=== keypad_scanner ===
**keypad_scanner: signal metal coverage by tile**

Scale: 2 px per µm. 23 x 15 tiles, from dark purple (low) to yellow (high), scaled to the fullest tile. Values are wire area over tile area, all layers added.
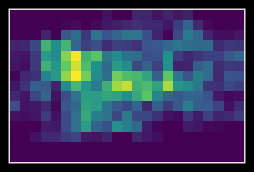

[src/rtl/keypad_scanner.sv]
// rtl/keypad_scanner.sv - 4x4 hex keypad column scanner with debounce and four-digit entry register
module keypad_scanner #(
    parameter int SCAN_RATIO     = 2048,
    parameter int DEBOUNCE_SCANS = 4
) (
    input  logic       clock,
    input  logic       reset,
    input  logic [3:0] row,
    output logic [3:0] column,
    output logic [3:0] key_code,
    output logic       key_valid,
    output logic       key_held,
    output logic [3:0] digit_1,
    output logic [3:0] digit_2,
    output logic [3:0] digit_3,
    output logic [3:0] digit_4
);

    localparam int CW = (SCAN_RATIO > 1) ? $clog2(SCAN_RATIO) : 1;
    localparam int NW = $clog2(DEBOUNCE_SCANS + 1);
    localparam logic [CW-1:0] LAST_COUNT = CW'(SCAN_RATIO - 1);
    localparam logic [NW-1:0] DEB_TARGET = NW'(DEBOUNCE_SCANS);

    typedef enum logic [1:0] {
        S_IDLE,
        S_DEBOUNCE,
        S_PRESSED,
        S_RELEASE
    } state_t;

    logic [CW-1:0] count_q;
    logic [1:0]    col_q;
    logic [3:0]    column_q;
    logic [3:0]    row_meta_q;
    logic [3:0]    row_sync_q;
    logic          acc_hit_q;
    logic          acc_bad_q;
    logic [3:0]    acc_code_q;
    state_t        state_q;
    logic [NW-1:0] cnt_q;
    logic [3:0]    cand_q;
    logic [3:0]    key_code_q;
    logic          key_valid_q;
    logic          key_held_q;
    logic [15:0]   digits_q;

    logic          tick;
    logic          scan_done;
    logic [1:0]    col_d;
    logic [3:0]    row_low;
    logic [2:0]    low_count;
    logic [1:0]    row_idx;
    logic          col_hit;
    logic          acc_hit_d;
    logic          acc_bad_d;
    logic [3:0]    acc_code_d;
    logic          scan_key;
    logic [NW-1:0] cnt_inc;
    logic          do_accept;

    // Row/column position to hex code, laid out as printed on the keypad.
    function automatic logic [3:0] key_map(input logic [1:0] r, input logic [1:0] c);
        logic [3:0] code;
        code = 4'h0;
        case ({r, c})
            4'h0: code = 4'h1;
            4'h1: code = 4'h2;
            4'h2: code = 4'h3;
            4'h3: code = 4'hA;
            4'h4: code = 4'h4;
            4'h5: code = 4'h5;
            4'h6: code = 4'h6;
            4'h7: code = 4'hB;
            4'h8: code = 4'h7;
            4'h9: code = 4'h8;
            4'hA: code = 4'h9;
            4'hB: code = 4'hC;
            4'hC: code = 4'h0;
            4'hD: code = 4'hF;
            4'hE: code = 4'hE;
            4'hF: code = 4'hD;
        endcase
        return code;
    endfunction

    assign tick      = (count_q == LAST_COUNT);
    assign scan_done = tick && (col_q == 2'd3);
    assign col_d     = col_q + 2'd1;
    assign cnt_inc   = (cnt_q == DEB_TARGET) ? cnt_q : cnt_q + NW'(1);

    // Fold the current column's rows into the running scan result.
    always_comb begin
        row_low    = ~row_sync_q;
        low_count  = 3'(row_low[0]) + 3'(row_low[1]) + 3'(row_low[2]) + 3'(row_low[3]);
        // Only meaningful when exactly one row is low.
        row_idx    = {row_low[3] | row_low[2], row_low[3] | row_low[1]};
        col_hit    = (low_count == 3'd1);
        acc_hit_d  = acc_hit_q | col_hit;
        acc_bad_d  = acc_bad_q | (low_count > 3'd1) | (col_hit & acc_hit_q);
        acc_code_d = (col_hit && !acc_hit_q) ? key_map(row_idx, col_q) : acc_code_q;
        scan_key   = acc_hit_d & ~acc_bad_d;
    end

    // A press is accepted on the scan that completes the required run of matches.
    always_comb begin
        do_accept = 1'b0;
        if (scan_done && scan_key) begin
            if (state_q == S_IDLE) begin
                do_accept = (DEBOUNCE_SCANS == 1);
            end else if (state_q == S_DEBOUNCE && acc_code_d == cand_q) begin
                do_accept = (cnt_inc == DEB_TARGET);
            end
        end
    end

    // Tick counter and column strobe sequencing.
    always_ff @(posedge clock or posedge reset) begin
        if (reset) begin
            count_q  <= '0;
            col_q    <= 2'd0;
            column_q <= 4'b1110;
        end else if (tick) begin
            count_q  <= '0;
            col_q    <= col_d;
            column_q <= ~(4'b0001 << col_d);
        end else begin
            count_q  <= count_q + CW'(1);
        end
    end

    // Two-flop synchronizer on the asynchronous row inputs.
    always_ff @(posedge clock or posedge reset) begin
        if (reset) begin
            row_meta_q <= 4'b1111;
            row_sync_q <= 4'b1111;
        end else begin
            row_meta_q <= row;
            row_sync_q <= row_meta_q;
        end
    end

    // Scan accumulator: updated per column, cleared when a full scan completes.
    always_ff @(posedge clock or posedge reset) begin
        if (reset) begin
            acc_hit_q  <= 1'b0;
            acc_bad_q  <= 1'b0;
            acc_code_q <= 4'h0;
        end else if (scan_done) begin
            acc_hit_q  <= 1'b0;
            acc_bad_q  <= 1'b0;
            acc_code_q <= 4'h0;
        end else if (tick) begin
            acc_hit_q  <= acc_hit_d;
            acc_bad_q  <= acc_bad_d;
            acc_code_q <= acc_code_d;
        end
    end

    // Press/release debounce FSM with registered key outputs and digit shifter.
    always_ff @(posedge clock or posedge reset) begin
        if (reset) begin
            state_q     <= S_IDLE;
            cnt_q       <= '0;
            cand_q      <= 4'h0;
            key_code_q  <= 4'h0;
            key_valid_q <= 1'b0;
            key_held_q  <= 1'b0;
            digits_q    <= 16'h0000;
        end else begin
            key_valid_q <= 1'b0;
            if (scan_done) begin
                case (state_q)
                    S_IDLE: begin
                        if (scan_key) begin
                            cand_q  <= acc_code_d;
                            cnt_q   <= NW'(1);
                            state_q <= (DEBOUNCE_SCANS == 1) ? S_PRESSED : S_DEBOUNCE;
                        end
                    end
                    S_DEBOUNCE: begin
                        if (scan_key && acc_code_d == cand_q) begin
                            cnt_q <= cnt_inc;
                            if (cnt_inc == DEB_TARGET) begin
                                state_q <= S_PRESSED;
                            end
                        end else begin
                            cnt_q   <= '0;
                            state_q <= S_IDLE;
                        end
                    end
                    S_PRESSED: begin
                        if (!scan_key) begin
                            cnt_q <= NW'(1);
                            if (DEBOUNCE_SCANS == 1) begin
                                state_q    <= S_IDLE;
                                key_held_q <= 1'b0;
                            end else begin
                                state_q    <= S_RELEASE;
                            end
                        end
                    end
                    S_RELEASE: begin
                        if (!scan_key) begin
                            cnt_q <= cnt_inc;
                            if (cnt_inc == DEB_TARGET) begin
                                state_q    <= S_IDLE;
                                key_held_q <= 1'b0;
                            end
                        end else begin
                            cnt_q   <= '0;
                            state_q <= S_PRESSED;
                        end
                    end
                    default: state_q <= S_IDLE;
                endcase
            end
            if (do_accept) begin
                key_code_q  <= acc_code_d;
                key_valid_q <= 1'b1;
                key_held_q  <= 1'b1;
                digits_q    <= {digits_q[11:0], acc_code_d};
            end
        end
    end

    assign column    = column_q;
    assign key_code  = key_code_q;
    assign key_valid = key_valid_q;
    assign key_held  = key_held_q;
    assign digit_1   = digits_q[15:12];
    assign digit_2   = digits_q[11:8];
    assign digit_3   = digits_q[7:4];
    assign digit_4   = digits_q[3:0];

endmodule

[config.mk]
export PLATFORM = sky130hd
export DESIGN_NAME = keypad_scanner
export DESIGN_NICKNAME = d
export VERILOG_FILES = /design/src/rtl/keypad_scanner.sv
export SDC_FILE = /design/constraint.sdc
export NUM_CORES = 1
export LEC_CHECK = 0
export CORE_AREA = 4 4 113 72
export DETAILED_ROUTE_END_ITERATION = 10
export DIE_AREA = 0 0 117 76
export GPL_TIMING_DRIVEN = 0
export HOLD_SLACK_MARGIN = 0.15
export MAX_ROUTING_LAYER = met4
export PLACE_DENSITY = 0.69
export SLEW_MARGIN = 20
export SYNTH_ARGS = -nofsm -noshare
export SYNTH_HDL_FRONTEND = slang
export SYNTH_SLANG_ARGS = --single-unit
[constraint.sdc]
create_clock -name clock -period 4.6 [get_ports clock]
set_input_delay 0.92 -clock clock [delete_from_list [all_inputs] [get_ports clock]]
set_output_delay 0.92 -clock clock [all_outputs]
set_load 0.01 [all_outputs]
=== demux_destino ===
$ cat config.mk
export PLATFORM = sky130hd
export DESIGN_NAME = demux_destino
export DESIGN_NICKNAME = d
export VERILOG_FILES = /design/src/rtl/arbitro_pkg.sv /design/src/rtl/contador_push.sv /design/src/rtl/demux_destino.sv
export SDC_FILE = /design/constraint.sdc
export NUM_CORES = 1
export LEC_CHECK = 0
export CAP_MARGIN = 20
export CORE_AREA = 2 2 62 64
export CTS_CLUSTER_DIAMETER = 40
export DETAILED_ROUTE_END_ITERATION = 12
export DIE_AREA = 0 0 64 66
export PLACE_DENSITY = 0.77
export SYNTH_ARGS = -nofsm -noshare
export SYNTH_HDL_FRONTEND = slang
export SYNTH_SLANG_ARGS = --single-unit
$ cat constraint.sdc
create_clock -name clk -period 1 [get_ports clk]
set_input_delay 0.25 -clock clk [delete_from_list [all_inputs] [get_ports clk]]
set_output_delay 0.25 -clock clk [all_outputs]
set_load 0.01 [all_outputs]
$ cat src/rtl/arbitro_pkg.sv
// Shared constants for the VC-to-destination demultiplexer: word width,
// FSM state encodings and destination select encodings.
package arbitro_pkg;

  localparam int DATA_W = 6;

  typedef enum logic [1:0] {
    IDLE   = 2'd0,
    ACTIVE = 2'd1,
    ERROR  = 2'd2
  } state_t;

  localparam logic DEST_D0 = 1'b0;
  localparam logic DEST_D1 = 1'b1;

endpackage

$ cat src/rtl/contador_push.sv
// Free-running wrap counter of accepted pushes; advances by one per enable.
module contador_push #(
  parameter int CNT_W = 5
) (
  input  logic             clk,
  input  logic             reset,
  input  logic             en,
  output logic [CNT_W-1:0] count
);

  always_ff @(posedge clk or posedge reset) begin
    if (reset)
      count <= '0;
    else if (en)
      count <= count + CNT_W'(1);
  end

endmodule

$ cat src/rtl/demux_destino.sv
// Routes the valid VC word (VC0 has priority) to destination FIFO D0 or D1
// by one data bit, tracking push counts, sticky errors and activity state.
module demux_destino #(
  parameter int DATA_W   = arbitro_pkg::DATA_W,
  parameter int DEST_BIT = 4,
  parameter int CNT_W    = 5,
  parameter int IDLE_TO  = 4
) (
  input  logic              clk,
  input  logic              reset,
  input  logic              pop_delay_VC0,
  input  logic              pop_delay_VC1,
  input  logic [DATA_W-1:0] data_VC0,
  input  logic [DATA_W-1:0] data_VC1,
  input  logic              full_fifo_D0,
  input  logic              full_fifo_D1,
  input  logic              err_clr,
  output logic              push_D0,
  output logic              push_D1,
  output logic [DATA_W-1:0] data_D0,
  output logic [DATA_W-1:0] data_D1,
  output logic [CNT_W-1:0]  cnt_D0,
  output logic [CNT_W-1:0]  cnt_D1,
  output logic              err_both,
  output logic              err_ovf,
  output logic [1:0]        state
);

  import arbitro_pkg::*;

  localparam int IDLE_W = $clog2(IDLE_TO + 1);

  logic              valid;
  logic              dest;
  logic              full_sel;
  logic              accept;
  logic              push0_nxt;
  logic              push1_nxt;
  logic              set_both;
  logic              set_ovf;
  logic              err_evt;
  logic [DATA_W-1:0] sel;

  state_t            state_q;
  state_t            state_nxt;
  logic [IDLE_W-1:0] idle_cnt;
  logic [IDLE_W-1:0] idle_nxt;

  // A word headed for a full FIFO is dropped rather than stalled.
  always_comb begin
    valid     = pop_delay_VC0 | pop_delay_VC1;
    sel       = pop_delay_VC0 ? data_VC0 : data_VC1;
    dest      = sel[DEST_BIT];
    full_sel  = (dest == DEST_D1) ? full_fifo_D1 : full_fifo_D0;
    accept    = valid & ~full_sel;
    push0_nxt = accept & (dest == DEST_D0);
    push1_nxt = accept & (dest == DEST_D1);
    set_both  = pop_delay_VC0 & pop_delay_VC1;
    set_ovf   = valid & full_sel;
    err_evt   = set_both | set_ovf;
  end

  always_ff @(posedge clk or posedge reset) begin
    if (reset) begin
      push_D0 <= 1'b0;
      push_D1 <= 1'b0;
      data_D0 <= '0;
      data_D1 <= '0;
    end else begin
      push_D0 <= push0_nxt;
      push_D1 <= push1_nxt;
      if (push0_nxt)
        data_D0 <= sel;
      if (push1_nxt)
        data_D1 <= sel;
    end
  end

  // A new error event takes precedence over a same-cycle clear.
  always_ff @(posedge clk or posedge reset) begin
    if (reset) begin
      err_both <= 1'b0;
      err_ovf  <= 1'b0;
    end else begin
      if (set_both)
        err_both <= 1'b1;
      else if (err_clr)
        err_both <= 1'b0;
      if (set_ovf)
        err_ovf <= 1'b1;
      else if (err_clr)
        err_ovf <= 1'b0;
    end
  end

  contador_push #(.CNT_W(CNT_W)) u_cnt_d0 (
    .clk   (clk),
    .reset (reset),
    .en    (push0_nxt),
    .count (cnt_D0)
  );

  contador_push #(.CNT_W(CNT_W)) u_cnt_d1 (
    .clk   (clk),
    .reset (reset),
    .en    (push1_nxt),
    .count (cnt_D1)
  );

  always_ff @(posedge clk or posedge reset) begin
    if (reset) begin
      state_q  <= IDLE;
      idle_cnt <= '0;
    end else begin
      state_q  <= state_nxt;
      idle_cnt <= idle_nxt;
    end
  end

  // Idle count only advances in ACTIVE; it is cleared by any valid word.
  always_comb begin
    state_nxt = state_q;
    idle_nxt  = '0;
    case (state_q)
      IDLE: begin
        if (err_evt)
          state_nxt = ERROR;
        else if (valid)
          state_nxt = ACTIVE;
      end
      ACTIVE: begin
        if (err_evt) begin
          state_nxt = ERROR;
        end else if (!valid) begin
          if (idle_cnt == IDLE_W'(IDLE_TO - 1))
            state_nxt = IDLE;
          else
            idle_nxt = idle_cnt + IDLE_W'(1);
        end
      end
      ERROR: begin
        if (!err_evt && err_clr)
          state_nxt = IDLE;
      end
      default: state_nxt = IDLE;
    endcase
  end

  assign state = state_q;

endmodule

=== pipe_hazard_ctrl ===
[config.mk]
export PLATFORM = sky130hd
export DESIGN_NAME = pipe_hazard_ctrl
export DESIGN_NICKNAME = d
export VERILOG_FILES = /design/src/rtl/pipe_hazard_ctrl.sv
export SDC_FILE = /design/constraint.sdc
export NUM_CORES = 1
export LEC_CHECK = 0
export CAP_MARGIN = 5
export CORE_MARGIN = 1
export CORE_UTILIZATION = 49
export CTS_CLUSTER_DIAMETER = 40
export DETAILED_ROUTE_END_ITERATION = 10
export GPL_TIMING_DRIVEN = 0
export PLACE_DENSITY = 0.81
export RECOVER_POWER = 50
export SLEW_MARGIN = 20
export SYNTH_ARGS = -nofsm -noshare
export SYNTH_HDL_FRONTEND = slang
export SYNTH_SLANG_ARGS = --single-unit
[constraint.sdc]
create_clock -name clk -period 2.79 [get_ports clk]
set_clock_uncertainty 0.2 [all_clocks]
set_input_delay 0.558 -clock clk [delete_from_list [all_inputs] [get_ports clk]]
set_output_delay 0.558 -clock clk [all_outputs]
set_load 0.05 [all_outputs]
[src/rtl/pipe_hazard_ctrl.sv]
`default_nettype none
// ============================================================================
// Module   : pipe_hazard_ctrl
// Purpose  : Central hazard controller for the 5-stage integer pipeline.
//            Each cycle it drives the latch controls of IF/ID, ID/EX, EX/MEM
//            and MEM/WB, plus the PC write enable and source select.
//            Hazards are resolved with a fixed priority:
//              trap > mem_wait > drain > multi-cycle busy > branch redirect >
//              multi-cycle start > load-use.
//            A saturating counter records cycles in which the PC was held.
// Revision : 1.0  initial release
// ----------------------------------------------------------------------------
// Parameters
//   MC_LAT     total EX occupancy of a multi-cycle op, incl. start (2..16)
//   DRAIN_CYC  fetch-hold cycles after trap entry (0..15)
//   CNT_W      stall counter width
// Ports
//   clk          clock, rising edge
//   rst          asynchronous reset, active low
//   load_use     ID depends on the load currently in EX
//   br_redirect  EX resolved a mispredicted / taken branch
//   mc_start     EX holds a multi-cycle op in its first cycle
//   mem_wait     MEM stage not ready
//   trap         trap / exception taken this cycle
//   ctr_ifid, ctr_idex, ctr_exmem, ctr_memwb
//                latch control: 00 normal, 01 squash, 10 stall
//   pc_en        PC write enable
//   pc_sel       PC source: 00 sequential, 01 branch target, 10 trap vector
//   busy         controller is in MCBUSY or DRAIN
//   stall_cnt    cycles with pc_en=0, saturating
// ============================================================================
module pipe_hazard_ctrl #(
  parameter int MC_LAT    = 4,
  parameter int DRAIN_CYC = 2,
  parameter int CNT_W     = 16
) (
  input  logic             clk,
  input  logic             rst,
  input  logic             load_use,
  input  logic             br_redirect,
  input  logic             mc_start,
  input  logic             mem_wait,
  input  logic             trap,
  output logic [1:0]       ctr_ifid,
  output logic [1:0]       ctr_idex,
  output logic [1:0]       ctr_exmem,
  output logic [1:0]       ctr_memwb,
  output logic             pc_en,
  output logic [1:0]       pc_sel,
  output logic             busy,
  output logic [CNT_W-1:0] stall_cnt
);

  typedef enum logic [1:0] {
    ST_RUN    = 2'd0,
    ST_MCBUSY = 2'd1,
    ST_DRAIN  = 2'd2
  } state_t;

  localparam logic [1:0] c_ctr_norm   = 2'b00;
  localparam logic [1:0] c_ctr_squash = 2'b01;
  localparam logic [1:0] c_ctr_stall  = 2'b10;

  localparam logic [1:0] c_pc_seq  = 2'b00;
  localparam logic [1:0] c_pc_br   = 2'b01;
  localparam logic [1:0] c_pc_trap = 2'b10;

  // The start cycle and the release cycle are not counted by cnt, so the
  // MCBUSY stall phase lasts MC_LAT-2 cycles. DRAIN counts down to zero
  // inclusive, hence DRAIN_CYC-1.
  localparam logic [3:0] c_mc_init    = 4'(MC_LAT - 2);
  localparam logic [3:0] c_drain_init = (DRAIN_CYC > 0) ? 4'(DRAIN_CYC - 1) : 4'd0;

  state_t           r_state;
  state_t           w_next_state;
  logic [3:0]       r_cnt;
  logic [3:0]       w_next_cnt;
  logic [CNT_W-1:0] r_stall_cnt;

  always_comb begin
    w_next_state = r_state;
    w_next_cnt   = r_cnt;
    ctr_ifid     = c_ctr_norm;
    ctr_idex     = c_ctr_norm;
    ctr_exmem    = c_ctr_norm;
    ctr_memwb    = c_ctr_norm;
    pc_en        = 1'b1;
    pc_sel       = c_pc_seq;

    if (!rst) begin
      // Outputs are forced while reset is held; state is cleared by the
      // asynchronous reset of the register process.
      ctr_ifid  = c_ctr_squash;
      ctr_idex  = c_ctr_squash;
      ctr_exmem = c_ctr_squash;
      ctr_memwb = c_ctr_squash;
      pc_en     = 1'b0;
    end else if (trap) begin
      // Trap flushes everything and aborts any multi-cycle op.
      ctr_ifid  = c_ctr_squash;
      ctr_idex  = c_ctr_squash;
      ctr_exmem = c_ctr_squash;
      ctr_memwb = c_ctr_squash;
      pc_sel    = c_pc_trap;
      if (DRAIN_CYC > 0) begin
        w_next_state = ST_DRAIN;
        w_next_cnt   = c_drain_init;
      end else begin
        w_next_state = ST_RUN;
        w_next_cnt   = 4'd0;
      end
    end else if (mem_wait) begin
      // Hold everything upstream of MEM, bubble into WB; state frozen.
      ctr_ifid  = c_ctr_stall;
      ctr_idex  = c_ctr_stall;
      ctr_exmem = c_ctr_stall;
      ctr_memwb = c_ctr_squash;
      pc_en     = 1'b0;
    end else begin
      case (r_state)
        ST_DRAIN: begin
          ctr_ifid = c_ctr_squash;
          pc_en    = 1'b0;
          if (r_cnt == 4'd0) begin
            w_next_state = ST_RUN;
          end else begin
            w_next_cnt = r_cnt - 4'd1;
          end
        end

        ST_MCBUSY: begin
          if (r_cnt != 4'd0) begin
            ctr_ifid   = c_ctr_stall;
            ctr_idex   = c_ctr_stall;
            ctr_exmem  = c_ctr_squash;
            pc_en      = 1'b0;
            w_next_cnt = r_cnt - 4'd1;
          end else begin
            // Release cycle: the op leaves EX now. A dependent load is
            // still honoured; a branch or new MC op cannot be in EX yet.
            w_next_state = ST_RUN;
            if (load_use) begin
              ctr_ifid = c_ctr_stall;
              ctr_idex = c_ctr_squash;
              pc_en    = 1'b0;
            end
          end
        end

        default: begin
          if (br_redirect) begin
            ctr_ifid = c_ctr_squash;
            ctr_idex = c_ctr_squash;
            pc_sel   = c_pc_br;
          end else if (mc_start) begin
            ctr_ifid     = c_ctr_stall;
            ctr_idex     = c_ctr_stall;
            ctr_exmem    = c_ctr_squash;
            pc_en        = 1'b0;
            w_next_state = ST_MCBUSY;
            w_next_cnt   = c_mc_init;
          end else if (load_use) begin
            ctr_ifid = c_ctr_stall;
            ctr_idex = c_ctr_squash;
            pc_en    = 1'b0;
          end
        end
      endcase
    end
  end

  always_ff @(posedge clk or negedge rst) begin
    if (!rst) begin
      r_state     <= ST_RUN;
      r_cnt       <= 4'd0;
      r_stall_cnt <= '0;
    end else begin
      r_state <= w_next_state;
      r_cnt   <= w_next_cnt;
      if (!pc_en && (r_stall_cnt != {CNT_W{1'b1}})) begin
        r_stall_cnt <= r_stall_cnt + 1'b1;
      end
    end
  end

  // State is already a register, so this decode follows entry/exit by one
  // cycle as seen from the triggering input.
  assign busy      = (r_state != ST_RUN);
  assign stall_cnt = r_stall_cnt;

endmodule
`default_nettype wire

=== i2c_target_flat ===
**src/rtl/i2c_target_if.sv**
```systemverilog
// rtl/i2c_target_if.sv - I2C bus lines plus parallel byte side of the I2C target
interface i2c_target_if;
  logic       sclk;
  logic       sda_in;
  logic       sda_out;
  logic [7:0] rx_data;
  logic       rx_valid;
  logic [7:0] tx_data;
  logic       tx_req;
  logic       busy;
  logic [2:0] state;

  modport slave (
    input  sclk, sda_in, tx_data,
    output sda_out, rx_data, rx_valid, tx_req, busy, state
  );

  modport master (
    output sclk, sda_in, tx_data,
    input  sda_out, rx_data, rx_valid, tx_req, busy, state
  );
endinterface

```
**src/rtl/i2c_target.sv**
```systemverilog
// rtl/i2c_target.sv - oversampling I2C target: START/STOP detect, address match, byte write/read
module i2c_target #(
  parameter logic [6:0] TARGET_ADDR = 7'h5A,
  parameter int         SYNC_STAGES = 2
) (
  input  logic         clk,
  input  logic         rst,
  i2c_target_if.slave  bus
);

  typedef enum logic [2:0] {
    IDLE      = 3'd0,
    ADDR      = 3'd1,
    ADDR_ACK  = 3'd2,
    WRITE     = 3'd3,
    WRITE_ACK = 3'd4,
    READ      = 3'd5,
    READ_ACK  = 3'd6,
    IGNORE    = 3'd7
  } state_t;

  logic [SYNC_STAGES-1:0] r_sclk_sync;
  logic [SYNC_STAGES-1:0] r_sda_sync;
  logic                   r_sclk_hist;
  logic                   r_sda_hist;

  state_t     r_state,     w_state_nxt;
  logic [7:0] r_shift,     w_shift_nxt;
  logic [2:0] r_cnt,       w_cnt_nxt;
  logic       r_byte_done, w_byte_done_nxt;
  logic       r_rw,        w_rw_nxt;
  logic       r_acked,     w_acked_nxt;
  logic       r_sda_out,   w_sda_out_nxt;
  logic [7:0] r_rx_data,   w_rx_data_nxt;
  logic       r_rx_valid,  w_rx_valid_nxt;
  logic       r_busy,      w_busy_nxt;
  logic       w_tx_req;

  logic w_sclk, w_sda, w_sclk_rise, w_sclk_fall, w_start, w_stop;

  // Preset to 1 so an idle (released) bus produces no spurious edges out of reset.
  always_ff @(posedge clk or negedge rst) begin
    if (!rst) begin
      r_sclk_sync <= '1;
      r_sda_sync  <= '1;
      r_sclk_hist <= 1'b1;
      r_sda_hist  <= 1'b1;
    end else begin
      r_sclk_sync <= {r_sclk_sync[SYNC_STAGES-2:0], bus.sclk};
      r_sda_sync  <= {r_sda_sync[SYNC_STAGES-2:0], bus.sda_in};
      r_sclk_hist <= r_sclk_sync[SYNC_STAGES-1];
      r_sda_hist  <= r_sda_sync[SYNC_STAGES-1];
    end
  end

  assign w_sclk      = r_sclk_sync[SYNC_STAGES-1];
  assign w_sda       = r_sda_sync[SYNC_STAGES-1];
  assign w_sclk_rise = w_sclk & ~r_sclk_hist;
  assign w_sclk_fall = ~w_sclk & r_sclk_hist;
  assign w_start     = w_sclk & r_sda_hist & ~w_sda;
  assign w_stop      = w_sclk & ~r_sda_hist & w_sda;

  always_ff @(posedge clk or negedge rst) begin
    if (!rst) begin
      r_state     <= IDLE;
      r_shift     <= 8'h00;
      r_cnt       <= 3'd0;
      r_byte_done <= 1'b0;
      r_rw        <= 1'b0;
      r_acked     <= 1'b0;
      r_sda_out   <= 1'b1;
      r_rx_data   <= 8'h00;
      r_rx_valid  <= 1'b0;
      r_busy      <= 1'b0;
    end else begin
      r_state     <= w_state_nxt;
      r_shift     <= w_shift_nxt;
      r_cnt       <= w_cnt_nxt;
      r_byte_done <= w_byte_done_nxt;
      r_rw        <= w_rw_nxt;
      r_acked     <= w_acked_nxt;
      r_sda_out   <= w_sda_out_nxt;
      r_rx_data   <= w_rx_data_nxt;
      r_rx_valid  <= w_rx_valid_nxt;
      r_busy      <= w_busy_nxt;
    end
  end

  always_comb begin
    w_state_nxt     = r_state;
    w_shift_nxt     = r_shift;
    w_cnt_nxt       = r_cnt;
    w_byte_done_nxt = r_byte_done;
    w_rw_nxt        = r_rw;
    w_acked_nxt     = r_acked;
    w_sda_out_nxt   = r_sda_out;
    w_rx_data_nxt   = r_rx_data;
    w_rx_valid_nxt  = 1'b0;
    w_busy_nxt      = r_busy;
    w_tx_req        = 1'b0;

    // Bus conditions pre-empt any bit edge seen in the same cycle; a partial byte is dropped.
    if (w_start) begin
      w_state_nxt     = ADDR;
      w_cnt_nxt       = 3'd0;
      w_byte_done_nxt = 1'b0;
      w_sda_out_nxt   = 1'b1;
    end else if (w_stop) begin
      w_state_nxt     = IDLE;
      w_cnt_nxt       = 3'd0;
      w_byte_done_nxt = 1'b0;
      w_sda_out_nxt   = 1'b1;
      w_busy_nxt      = 1'b0;
    end else begin
      case (r_state)
        ADDR, WRITE: begin
          if (w_sclk_rise) begin
            w_shift_nxt = {r_shift[6:0], w_sda};
            if (r_cnt == 3'd7) w_byte_done_nxt = 1'b1;
            else               w_cnt_nxt       = r_cnt + 3'd1;
          end else if (w_sclk_fall && r_byte_done) begin
            w_cnt_nxt       = 3'd0;
            w_byte_done_nxt = 1'b0;
            if (r_state == ADDR) begin
              if (r_shift[7:1] == TARGET_ADDR) begin
                w_rw_nxt      = r_shift[0];
                w_sda_out_nxt = 1'b0;
                w_busy_nxt    = 1'b1;
                w_state_nxt   = ADDR_ACK;
              end else begin
                w_sda_out_nxt = 1'b1;
                w_state_nxt   = IGNORE;
              end
            end else begin
              w_rx_data_nxt  = r_shift;
              w_rx_valid_nxt = 1'b1;
              w_sda_out_nxt  = 1'b0;
              w_state_nxt    = WRITE_ACK;
            end
          end
        end
        ADDR_ACK: begin
          if (w_sclk_fall) begin
            w_cnt_nxt = 3'd0;
            if (r_rw) begin
              w_tx_req      = 1'b1;
              w_shift_nxt   = bus.tx_data;
              w_sda_out_nxt = bus.tx_data[7];
              w_state_nxt   = READ;
            end else begin
              w_sda_out_nxt = 1'b1;
              w_state_nxt   = WRITE;
            end
          end
        end
        WRITE_ACK: begin
          if (w_sclk_fall) begin
            w_sda_out_nxt = 1'b1;
            w_cnt_nxt     = 3'd0;
            w_state_nxt   = WRITE;
          end
        end
        READ: begin
          if (w_sclk_rise) begin
            if (r_cnt == 3'd7) w_byte_done_nxt = 1'b1;
            else               w_cnt_nxt       = r_cnt + 3'd1;
          end else if (w_sclk_fall) begin
            if (r_byte_done) begin
              w_sda_out_nxt   = 1'b1;
              w_byte_done_nxt = 1'b0;
              w_cnt_nxt       = 3'd0;
              w_acked_nxt     = 1'b0;
              w_state_nxt     = READ_ACK;
            end else begin
              w_sda_out_nxt = r_shift[6];
              w_shift_nxt   = {r_shift[6:0], 1'b0};
            end
          end
        end
        READ_ACK: begin
          if (w_sclk_rise) begin
            if (w_sda) w_state_nxt = IGNORE;
            else       w_acked_nxt = 1'b1;
          end else if (w_sclk_fall && r_acked) begin
            w_acked_nxt   = 1'b0;
            w_tx_req      = 1'b1;
            w_shift_nxt   = bus.tx_data;
            w_sda_out_nxt = bus.tx_data[7];
            w_cnt_nxt     = 3'd0;
            w_state_nxt   = READ;
          end
        end
        default: begin
          w_sda_out_nxt = 1'b1;
        end
      endcase
    end
  end

  assign bus.sda_out  = r_sda_out;
  assign bus.rx_data  = r_rx_data;
  assign bus.rx_valid = r_rx_valid;
  assign bus.tx_req   = w_tx_req;
  assign bus.busy     = r_busy;
  assign bus.state    = r_state;

endmodule

```
**src/flat_wrapper.sv**
```systemverilog
// flat-port wrapper written by rule: the top's interface ports become plain ports
module i2c_target_flat 
#(
  parameter logic [6:0] TARGET_ADDR = 7'h5A,
  parameter int         SYNC_STAGES = 2
)
  (clk, rst, bus_sclk, bus_sda_in, bus_tx_data, bus_sda_out, bus_rx_data, bus_rx_valid, bus_tx_req, bus_busy, bus_state);
  i2c_target_if bus_i ();
  input  logic clk;
  input  logic rst;
  input wire logic [$bits(bus_i.sclk)-1:0] bus_sclk;
  input wire logic [$bits(bus_i.sda_in)-1:0] bus_sda_in;
  input wire logic [$bits(bus_i.tx_data)-1:0] bus_tx_data;
  output wire logic [$bits(bus_i.sda_out)-1:0] bus_sda_out;
  output wire logic [$bits(bus_i.rx_data)-1:0] bus_rx_data;
  output wire logic [$bits(bus_i.rx_valid)-1:0] bus_rx_valid;
  output wire logic [$bits(bus_i.tx_req)-1:0] bus_tx_req;
  output wire logic [$bits(bus_i.busy)-1:0] bus_busy;
  output wire logic [$bits(bus_i.state)-1:0] bus_state;
  assign bus_i.sclk = bus_sclk;
  assign bus_i.sda_in = bus_sda_in;
  assign bus_i.tx_data = bus_tx_data;
  assign bus_sda_out = bus_i.sda_out;
  assign bus_rx_data = bus_i.rx_data;
  assign bus_rx_valid = bus_i.rx_valid;
  assign bus_tx_req = bus_i.tx_req;
  assign bus_busy = bus_i.busy;
  assign bus_state = bus_i.state;
  i2c_target #(.TARGET_ADDR(TARGET_ADDR), .SYNC_STAGES(SYNC_STAGES)) u_core (.clk(clk), .rst(rst), .bus(bus_i));
endmodule
```
**config.mk**
```make
export PLATFORM = sky130hd
export DESIGN_NAME = i2c_target_flat
export DESIGN_NICKNAME = d
export VERILOG_FILES = /design/src/rtl/i2c_target_if.sv /design/src/rtl/i2c_target.sv /design/src/flat_wrapper.sv
export SDC_FILE = /design/constraint.sdc
export NUM_CORES = 1
export LEC_CHECK = 0
export CORE_UTILIZATION = 30
export CTS_BUF_LIST = sky130_fd_sc_hd__clkbuf_4
export DETAILED_ROUTE_END_ITERATION = 8
export GPL_TIMING_DRIVEN = 0
export PLACE_DENSITY = 0.48
export SLEW_MARGIN = 10
export SYNTH_ARGS = -nofsm -noshare
export SYNTH_HDL_FRONTEND = slang
export SYNTH_SLANG_ARGS = --single-unit
```
**constraint.sdc**
```tcl
create_clock -name clk -period 1.82 [get_ports clk]
set_clock_uncertainty 0.05 [all_clocks]
set_input_delay 0.364 -clock clk [delete_from_list [all_inputs] [get_ports clk]]
set_output_delay 0.364 -clock clk [all_outputs]
set_load 0.05 [all_outputs]
```
**keypad_scanner: signal wires by layer**

Scale: 3 px per µm. Only two layers are drawn.
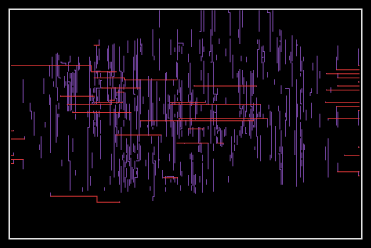
layer	colour	wire length
metal 2	purple	2300 µm
metal 3	red	425 µm

About 'signal metal coverage by tile' of keypad_scanner:
tiles over half the peak	13%
mean over tiles	0.11
nearly empty tiles	29%
fullest tile	0.50

==> impl_results.html, keypad_scanner <==
<h2>Synthesis and place &amp; route</h2>
<table>
<tr><th>Metric</th><th>Value</th></tr>
<tr><th colspan="2">Layout</th></tr>
<tr><td>Count of multi-input combinational gates</td><td>188</td></tr>
<tr><td>Most used logic cell in the final layout</td><td>dfrtp_1</td></tr>
<tr><td>Combinational cell area excluding buffers and inverters</td><td>1380 µm²</td></tr>
<tr><td>Post-layout instance count excluding filler cells</td><td>410</td></tr>
<tr><td>Final std cell area, no fill</td><td>3680 µm²</td></tr>
<tr><td>Fraction of area in registers</td><td>0.398</td></tr>
<tr><td>Flip-flop and latch count</td><td>58</td></tr>
<tr><th colspan="2">Critical path</th></tr>
<tr><td>Worst Reg2Reg Path Length in Cells</td><td>11</td></tr>
<tr><td>Crit path DAT</td><td>4420 ps</td></tr>
<tr><td>Origin of the worst setup path</td><td>row_sync_q[1]$_DFF_PP1_</td></tr>
<tr><th colspan="2">Timing</th></tr>
<tr><td>Setup slack after layout</td><td>395 ps</td></tr>
<tr><td>RSZ-0062 raised after global routing</td><td>false</td></tr>
<tr><td>Number of hold violations in the final report</td><td>0</td></tr>
<tr><td>Setup-failing EPs final</td><td>0</td></tr>
<tr><th colspan="2">Status</th></tr>
<tr><td>Run status</td><td>complete, no violations</td></tr>
<tr><th colspan="2">Floorplanning</th></tr>
<tr><td>Die Y-Extent</td><td>76 µm</td></tr>
<tr><th colspan="2">Yosys</th></tr>
<tr><td>Total number of yosys warnings</td><td>0</td></tr>
<tr><td>Gate Count Post-Synth</td><td>272</td></tr>
<tr><td>Yosys-reported design area after synthesis</td><td>2960 µm²</td></tr>
<tr><td>Number of nets at floorplan</td><td>291</td></tr>
<tr><th colspan="2">Clock network</th></tr>
<tr><td>H-tree depth</td><td>3</td></tr>
<tr><td>Setup Buffers After CTS</td><td>0</td></tr>
<tr><th colspan="2">Global route</th></tr>
<tr><td>Most Crowded Layer GR</td><td>met1</td></tr>
<tr><th colspan="2">Flow run</th></tr>
<tr><td>Count of maximum capacitance violations</td><td>0</td></tr>
</table>
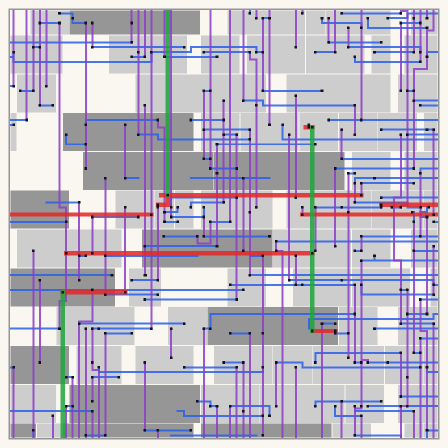
**Above:** demux_destino (zoomed window).
Region (17, 18) to (47, 48) µm. Cells in grey, sequential cells in the stronger grey; small squares are vias.
layer	colour
metal 2	purple
metal 4	green
metal 1	blue
metal 3	red
netlist names of flops here include	`idle_cnt` (3), `data_D0` (2), `u_cnt_d1.count` (2)
cells with their middle in the window	61
sequential cells in the window	8
most frequent	buf_4 (12), buf_6 (9), dfrtp_1 (8)

==> impl_results.html, demux_destino <==
<h2>Synthesis and place &amp; route</h2>
<table>
<tr><th>Metric</th><th>Value</th></tr>
<tr><th colspan="2">Status</th></tr>
<tr><td>Failing checks</td><td>negative setup slack</td></tr>
<tr><td>Run status</td><td>finished with violations</td></tr>
<tr><th colspan="2">Timing</th></tr>
<tr><td>Final period util</td><td>1.16</td></tr>
<tr><td>Setup slack after layout</td><td>-163 ps</td></tr>
<tr><td>Setup-failing EPs final</td><td>52</td></tr>
<tr><td>Number of hold violations in the final report</td><td>0</td></tr>
<tr><th colspan="2">Hold path</th></tr>
<tr><td>Class of the most critical hold timing path</td><td>primary input to register</td></tr>
<tr><th colspan="2">Yosys</th></tr>
<tr><td>Mean cell area of the mapped netlist</td><td>13.1 µm²</td></tr>
<tr><th colspan="2">Route</th></tr>
<tr><td>Topmost layer with routed signal wires</td><td>met4</td></tr>
<tr><th colspan="2">Clock network</th></tr>
<tr><td>Sink Count</td><td>31</td></tr>
<tr><td>Total of hold buffers inserted after clock tree synthesis</td><td>0</td></tr>
<tr><th colspan="2">Pwr</th></tr>
<tr><td>Overall power of the completed layout</td><td>4910 µW</td></tr>
<tr><td>Largest power group</td><td>combinational logic</td></tr>
<tr><td>Power in the clock group</td><td>675 µW</td></tr>
<tr><td>Switch share</td><td>0.324</td></tr>
<tr><td>Relative contribution of combinational cells to total power</td><td>0.504</td></tr>
<tr><th colspan="2">Layout</th></tr>
<tr><td>Fraction of standard cell area in multi-input logic</td><td>0.312</td></tr>
<tr><td>Layout overhead on the synthesized area</td><td>81.4%</td></tr>
<tr><td>Layout Utilization</td><td>0.710</td></tr>
<tr><th colspan="2">Global route</th></tr>
<tr><td>Number of global-route vias before repair</td><td>1367</td></tr>
<tr><th colspan="2">Critical path</th></tr>
<tr><td>Biggest fanout along the worst timing path</td><td>8</td></tr>
</table>
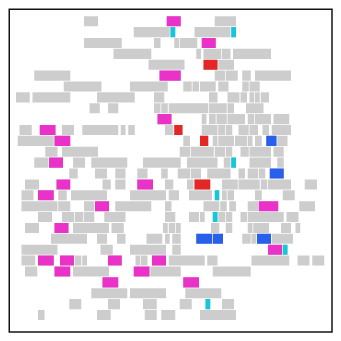
**Above:** i2c_target_flat (logic cells by family).
Scale: 4 px per µm.
family	colour	cells
inverters	cyan	7
AND and OR gates	red	4
AND-OR and OR-AND gates	blue	5
multiplexers	magenta	22

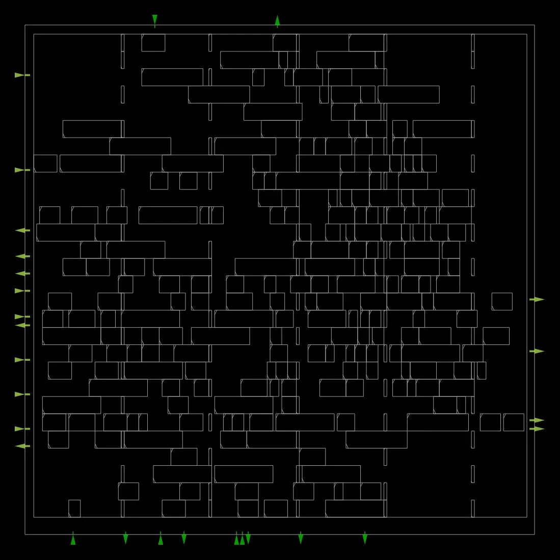
**Above:** i2c_target_flat (cell outlines without signal wires).
fraction of area in registers: 0.332
post-layout instance count excluding filler cells: 310
area of the placeable core: 5920 µm²
layout filler cell count: 585

==> impl_results.html, i2c_target_flat <==
<h2>Synthesis and place &amp; route</h2>
<table>
<tr><th>Metric</th><th>Value</th></tr>
<tr><th colspan="2">Status</th></tr>
<tr><td>Run status</td><td>finished with violations</td></tr>
<tr><td>Failing checks</td><td>negative setup slack</td></tr>
<tr><th colspan="2">Pwr</th></tr>
<tr><td>Clock network power share</td><td>0.124</td></tr>
<tr><td>Power per unit of standard cell area</td><td>1280 nW/µm²</td></tr>
<tr><th colspan="2">Layout</th></tr>
<tr><td>Dominant logic cell types in the final layout</td><td>dfrtp_1, dlygate4sd2_1, buf_4</td></tr>
<tr><td>Logic inverters</td><td>7</td></tr>
<tr><td>Most used logic cell in the final layout</td><td>dfrtp_1</td></tr>
<tr><th colspan="2">Critical path</th></tr>
<tr><td>Setup crit start kind</td><td>register</td></tr>
<tr><td>Setup crit end kind</td><td>register</td></tr>
<tr><td>Cell class contributing the biggest share of worst-path delay</td><td>AND-OR/OR-AND gates</td></tr>
<tr><td>Internal reg-to-reg setup slack</td><td>-260 ps</td></tr>
<tr><th colspan="2">Route</th></tr>
<tr><td>Total wire length</td><td>4870 µm</td></tr>
<tr><td>Via total after detailed routing</td><td>1617</td></tr>
<tr><td>Vias per cell</td><td>5.22</td></tr>
<tr><th colspan="2">Yosys</th></tr>
<tr><td>Area fraction in mux cells</td><td>0.126</td></tr>
<tr><td>XOR/XNOR share of the synthesized area</td><td>0.00476</td></tr>
<tr><td>Post-synthesis adder-cell area fraction</td><td>0.0136</td></tr>
<tr><td>Basic-gate share of the synthesized area counting and, or, nand and nor cells</td><td>0.161</td></tr>
<tr><th colspan="2">Clock network</th></tr>
<tr><td>Total of hold buffers inserted after clock tree synthesis</td><td>0</td></tr>
<tr><td>Post-cts sizing count</td><td>43</td></tr>
<tr><th colspan="2">Timing</th></tr>
<tr><td>Setup slack after layout</td><td>-261 ps</td></tr>
<tr><td>Number of max-slew violations in the final report</td><td>0</td></tr>
<tr><td>Setup-failing EPs final</td><td>16</td></tr>
<tr><th colspan="2">Flow run</th></tr>
<tr><td>Count of maximum capacitance violations</td><td>0</td></tr>
<tr><th colspan="2">Placement</th></tr>
<tr><td>Cell count after placement</td><td>286</td></tr>
<tr><th colspan="2">Floorplanning</th></tr>
<tr><td>Floorplan utilization</td><td>0.311</td></tr>
</table>
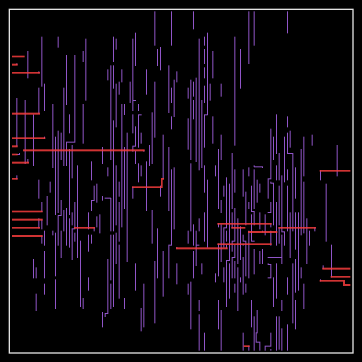
**Above:** pipe_hazard_ctrl (signal wires by layer).
Scale: 6 px per µm. Only two layers are drawn.
layer	colour	wire length
metal 2	purple	1460 µm
metal 3	red	127 µm
via total after detailed routing: 1252
total wire length: 3010 µm

==> impl_results.html, pipe_hazard_ctrl <==
<h2>Synthesis and place &amp; route</h2>
<table>
<tr><th>Metric</th><th>Value</th></tr>
<tr><th colspan="2">Status</th></tr>
<tr><td>Run status</td><td>finished with violations</td></tr>
<tr><td>Failing checks</td><td>design-rule violations</td></tr>
<tr><th colspan="2">Yosys</th></tr>
<tr><td>Gate Count Post-Synth</td><td>146</td></tr>
<tr><td>Number of nets at floorplan</td><td>159</td></tr>
<tr><td>Synth Cell Area</td><td>1490 µm²</td></tr>
<tr><th colspan="2">Critical path</th></tr>
<tr><td>Slowest-stage cell, CP</td><td>dfrtp_1</td></tr>
<tr><td>Critical path capture point</td><td>pc_sel[0]</td></tr>
<tr><td>CP bufs+invs</td><td>3</td></tr>
<tr><td>Crit path cell chain</td><td>inv_1 -&gt; ha_4 -&gt; buf_6 -&gt; and2b_2 -&gt; and3_1 -&gt; clkdlybuf4s15_2</td></tr>
<tr><th colspan="2">Placement</th></tr>
<tr><td>Routability cong.</td><td>0.800</td></tr>
<tr><td>Cell area reported after detailed placement</td><td>1840 µm²</td></tr>
<tr><th colspan="2">Route</th></tr>
<tr><td>DRT met1 WL</td><td>1390 µm</td></tr>
<tr><td>DRC viols</td><td>2</td></tr>
<tr><th colspan="2">Pwr</th></tr>
<tr><td>Cell-internal power</td><td>986 µW</td></tr>
<tr><td>Relative contribution of combinational cells to total power</td><td>0.557</td></tr>
<tr><th colspan="2">Global route</th></tr>
<tr><td>GRT Resource Usage Total</td><td>0.206</td></tr>
<tr><th colspan="2">Floorplanning</th></tr>
<tr><td>I/O pin count</td><td>35</td></tr>
<tr><td>Tapcell count</td><td>31</td></tr>
<tr><th colspan="2">Hold path</th></tr>
<tr><td>Class of the most critical hold timing path</td><td>register to register</td></tr>
<tr><th colspan="2">Layout</th></tr>
<tr><td>Share of final-layout standard cells stronger than drive strength 1</td><td>0.205</td></tr>
</table>

=== seg7_scan_driver_flat ===
**seg7_scan_driver_flat: zoomed window**

Region (24, 24) to (54, 54) µm. Cells in grey, sequential cells in the stronger grey; small squares are vias.
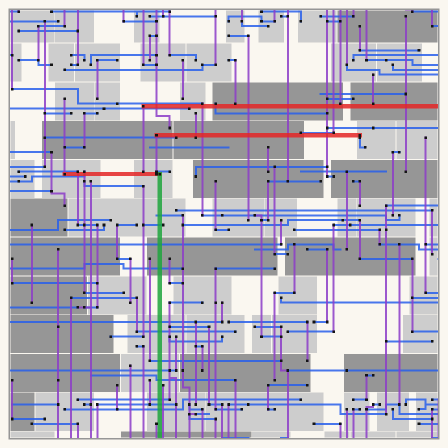
**src/rtl/seg7_pkg.sv**
```systemverilog
// Shared types and constants for the seven-segment scan driver.
// The segment table is active-low, bit 6 = a down to bit 0 = g.
package seg7_pkg;

  typedef enum logic {
    BLANK = 1'b0,
    ON    = 1'b1
  } state_e;

  typedef struct packed {
    logic       dp;
    logic       en;
    logic [3:0] val;
  } digit_entry_t;

  localparam logic [6:0] SEG_OFF = 7'h7F;
  localparam logic [7:0] AN_OFF  = 8'hFF;

  localparam logic [6:0] HEX_SEG [0:15] = '{
    7'b0000001, 7'b1001111, 7'b0010010, 7'b0000110,
    7'b1001100, 7'b0100100, 7'b0100000, 7'b0001111,
    7'b0000000, 7'b0000100, 7'b0001000, 7'b1100000,
    7'b0110001, 7'b1000010, 7'b0110000, 7'b0111000
  };

  function automatic logic [6:0] hex_to_seg(input logic [3:0] v);
    return HEX_SEG[v];
  endfunction

endpackage

```
**src/rtl/seg7_scan_driver_if.sv**
```systemverilog
// Display write bus: single-cycle register writes from the controller.
interface seg7_scan_driver_if;
  logic [1:0] waddr;
  logic [5:0] wdata;
  logic       we;

  modport master (output waddr, output wdata, output we);
  modport slave  (input  waddr, input  wdata, input  we);
endinterface

```
**src/rtl/seg7_hex_decode.sv**
```systemverilog
// Combinational hex nibble to active-low a..g segment pattern.
module seg7_hex_decode
  import seg7_pkg::*;
(
  input  logic [3:0] val_i,
  output logic [6:0] seg_o
);

  // Table lookup of the segment pattern
  always_comb begin
    seg_o = hex_to_seg(val_i);
  end

endmodule

```
**src/rtl/seg7_scan_driver.sv**
```systemverilog
// Four-digit store with a blank/on scan FSM driving an 8-anode common-anode
// display; all pins are registered and lag the FSM and store by one cycle.
module seg7_scan_driver
  import seg7_pkg::*;
#(
  parameter int unsigned REFRESH_DIV  = 100000,
  parameter int unsigned BLANK_CYCLES = 1000
) (
  input  logic                 clk,
  input  logic                 rst_n,
  seg7_scan_driver_if.slave    wr,
  output logic [7:0]           E,
  output logic [6:0]           CA2G,
  output logic                 dp
);

  localparam int PW = $clog2(REFRESH_DIV);
  // Prescaler restarts at every state entry, so ON ends after its own length.
  localparam logic [PW-1:0] BLANK_LAST = PW'(BLANK_CYCLES - 1);
  localparam logic [PW-1:0] ON_LAST    = PW'(REFRESH_DIV - BLANK_CYCLES - 1);

  digit_entry_t  store_q [4];
  digit_entry_t  store_d [4];
  state_e        state_q, state_d;
  logic [PW-1:0] presc_q, presc_d;
  logic [1:0]    idx_q,   idx_d;
  logic [7:0]    e_q,     e_d;
  logic [6:0]    ca_q,    ca_d;
  logic          dp_q,    dp_d;

  digit_entry_t  cur_s;
  logic [6:0]    seg_s;

  assign cur_s = store_q[idx_q];

  seg7_hex_decode u_dec (
    .val_i (cur_s.val),
    .seg_o (seg_s)
  );

  // Digit store write port
  always_comb begin
    store_d = store_q;
    if (wr.we) begin
      store_d[wr.waddr] = digit_entry_t'(wr.wdata);
    end else begin
      store_d = store_q;
    end
  end

  // Scan FSM next state
  always_comb begin
    state_d = state_q;
    presc_d = presc_q + PW'(1);
    idx_d   = idx_q;
    case (state_q)
      BLANK: begin
        if (presc_q == BLANK_LAST) begin
          state_d = ON;
          presc_d = '0;
        end else begin
          state_d = BLANK;
        end
      end
      ON: begin
        if (presc_q == ON_LAST) begin
          state_d = BLANK;
          presc_d = '0;
          idx_d   = idx_q + 2'd1;
        end else begin
          state_d = ON;
        end
      end
      default: begin
        state_d = BLANK;
        presc_d = '0;
        idx_d   = 2'd0;
      end
    endcase
  end

  // Pin values for the current FSM position
  always_comb begin
    e_d  = AN_OFF;
    ca_d = SEG_OFF;
    dp_d = 1'b1;
    if (state_q == ON && cur_s.en) begin
      e_d  = ~(8'h01 << idx_q);
      ca_d = seg_s;
      dp_d = ~cur_s.dp;
    end else begin
      e_d  = AN_OFF;
      ca_d = SEG_OFF;
      dp_d = 1'b1;
    end
  end

  // State, store and output registers
  always_ff @(posedge clk or negedge rst_n) begin
    if (!rst_n) begin
      for (int i = 0; i < 4; i++) begin
        store_q[i] <= '0;
      end
      state_q <= BLANK;
      presc_q <= '0;
      idx_q   <= 2'd0;
      e_q     <= AN_OFF;
      ca_q    <= SEG_OFF;
      dp_q    <= 1'b1;
    end else begin
      store_q <= store_d;
      state_q <= state_d;
      presc_q <= presc_d;
      idx_q   <= idx_d;
      e_q     <= e_d;
      ca_q    <= ca_d;
      dp_q    <= dp_d;
    end
  end

  assign E    = e_q;
  assign CA2G = ca_q;
  assign dp   = dp_q;

endmodule

```
**src/flat_wrapper.sv**
```systemverilog
// flat-port wrapper written by rule: the top's interface ports become plain ports
module seg7_scan_driver_flat import seg7_pkg::*;
#(
  parameter int unsigned REFRESH_DIV  = 100000,
  parameter int unsigned BLANK_CYCLES = 1000
)
  (clk, rst_n, E, CA2G, dp, wr_waddr, wr_wdata, wr_we);
  seg7_scan_driver_if wr_i ();
  input  logic clk;
  input  logic rst_n;
  output logic [7:0] E;
  output logic [6:0] CA2G;
  output logic dp;
  input wire logic [$bits(wr_i.waddr)-1:0] wr_waddr;
  input wire logic [$bits(wr_i.wdata)-1:0] wr_wdata;
  input wire logic [$bits(wr_i.we)-1:0] wr_we;
  assign wr_i.waddr = wr_waddr;
  assign wr_i.wdata = wr_wdata;
  assign wr_i.we = wr_we;
  seg7_scan_driver #(.REFRESH_DIV(REFRESH_DIV), .BLANK_CYCLES(BLANK_CYCLES)) u_core (.clk(clk), .rst_n(rst_n), .wr(wr_i), .E(E), .CA2G(CA2G), .dp(dp));
endmodule
```
**config.mk**
```make
export PLATFORM = sky130hd
export DESIGN_NAME = seg7_scan_driver_flat
export DESIGN_NICKNAME = d
export VERILOG_FILES = /design/src/rtl/seg7_pkg.sv /design/src/rtl/seg7_scan_driver_if.sv /design/src/rtl/seg7_hex_decode.sv /design/src/rtl/seg7_scan_driver.sv /design/src/flat_wrapper.sv
export SDC_FILE = /design/constraint.sdc
export NUM_CORES = 1
export LEC_CHECK = 0
export CAP_MARGIN = 10
export CORE_MARGIN = 4
export CORE_UTILIZATION = 55
export CTS_BUF_LIST = sky130_fd_sc_hd__clkbuf_4
export CTS_CLUSTER_DIAMETER = 50
export DETAILED_ROUTE_END_ITERATION = 10
export GPL_ROUTABILITY_DRIVEN = 0
export PLACE_DENSITY = 0.8
export SETUP_SLACK_MARGIN = 0.5
export SYNTH_ARGS = -nofsm -noshare
export SYNTH_HDL_FRONTEND = slang
export SYNTH_SLANG_ARGS = --single-unit
```
**constraint.sdc**
```tcl
create_clock -name clk -period 3.7 [get_ports clk]
set_clock_uncertainty 0.2 [all_clocks]
set_input_delay 0.74 -clock clk [delete_from_list [all_inputs] [get_ports clk]]
set_output_delay 0.74 -clock clk [all_outputs]
set_load 0.03 [all_outputs]
```
==> impl_results.html <==
<h2>Synthesis and place &amp; route</h2>
<table>
<tr><th>Metric</th><th>Value</th></tr>
<tr><th colspan="2">Pwr</th></tr>
<tr><td>Clock network power share</td><td>0.230</td></tr>
<tr><th colspan="2">Layout</th></tr>
<tr><td>Area of all sequential standard cells</td><td>1420 µm²</td></tr>
<tr><td>Layout Utilization</td><td>0.637</td></tr>
<tr><td>Layout filler cell count</td><td>381</td></tr>
<tr><td>Fraction of area in registers</td><td>0.467</td></tr>
<tr><th colspan="2">Timing</th></tr>
<tr><td>Setup-failing EPs final</td><td>0</td></tr>
<tr><td>Relative slew slack</td><td>0.582</td></tr>
<tr><th colspan="2">Route</th></tr>
<tr><td>Routed wl met3</td><td>191 µm</td></tr>
<tr><td>Vias per cell</td><td>5.57</td></tr>
<tr><th colspan="2">Status</th></tr>
<tr><td>Run status</td><td>complete, no violations</td></tr>
<tr><th colspan="2">Placement</th></tr>
<tr><td>Cell area reported after detailed placement</td><td>2970 µm²</td></tr>
<tr><td>Post-detailed-placement half-perimeter wirelength</td><td>3170 µm</td></tr>
<tr><th colspan="2">Global route</th></tr>
<tr><td>Met2 usage</td><td>0.258</td></tr>
<tr><td>Met3 track demand over resource</td><td>0.0367</td></tr>
<tr><th colspan="2">Clock network</th></tr>
<tr><td>Sink Count</td><td>56</td></tr>
<tr><th colspan="2">Yosys</th></tr>
<tr><td>Post-synthesis adder-cell area fraction</td><td>0.0509</td></tr>
<tr><td>Yosys Instances</td><td>214</td></tr>
</table>
Notes on 'zoomed window' of seg7_scan_driver_flat above:
layer	colour
metal 1	blue
metal 2	purple
metal 3	red
metal 4	green
cells with their middle in the window	54
netlist names of flops here include	`u_core.store_q` (6), `u_core.presc_q` (5), `u_core.idx_q` (2)
most frequent	dfrtp_1 (14), mux2_2 (8), xor2_1 (4)
sequential cells in the window	15



==> layout pictures side by side <==
Logic cells by family.
panel A
Scale: 4 px per µm.
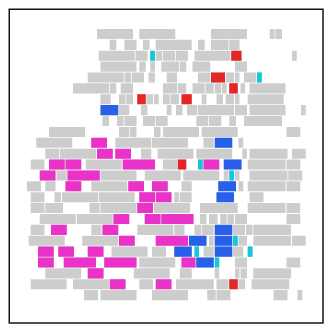
panel B
Scale: 6 px per µm.
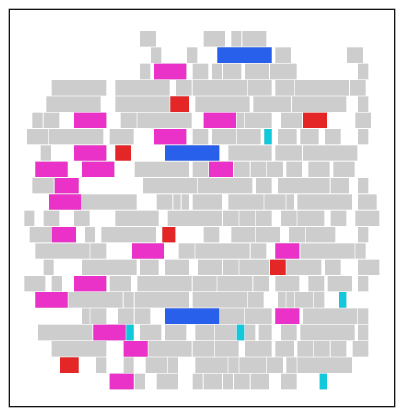
panel C
Scale: 3 px per µm.
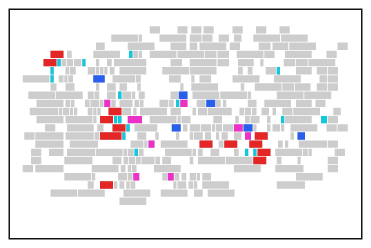
panel D
Scale: 6 px per µm.
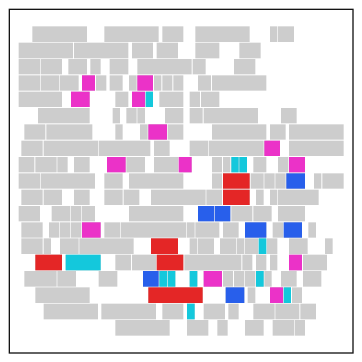
pipe_hazard_ctrl -> panel D
demux_destino -> panel B
seg7_scan_driver_flat -> panel A
keypad_scanner -> panel C
The one with the most cells is panel C.
The one with the smallest die is panel D.

No activity file was given, so power comes from the tool's default toggle rates.
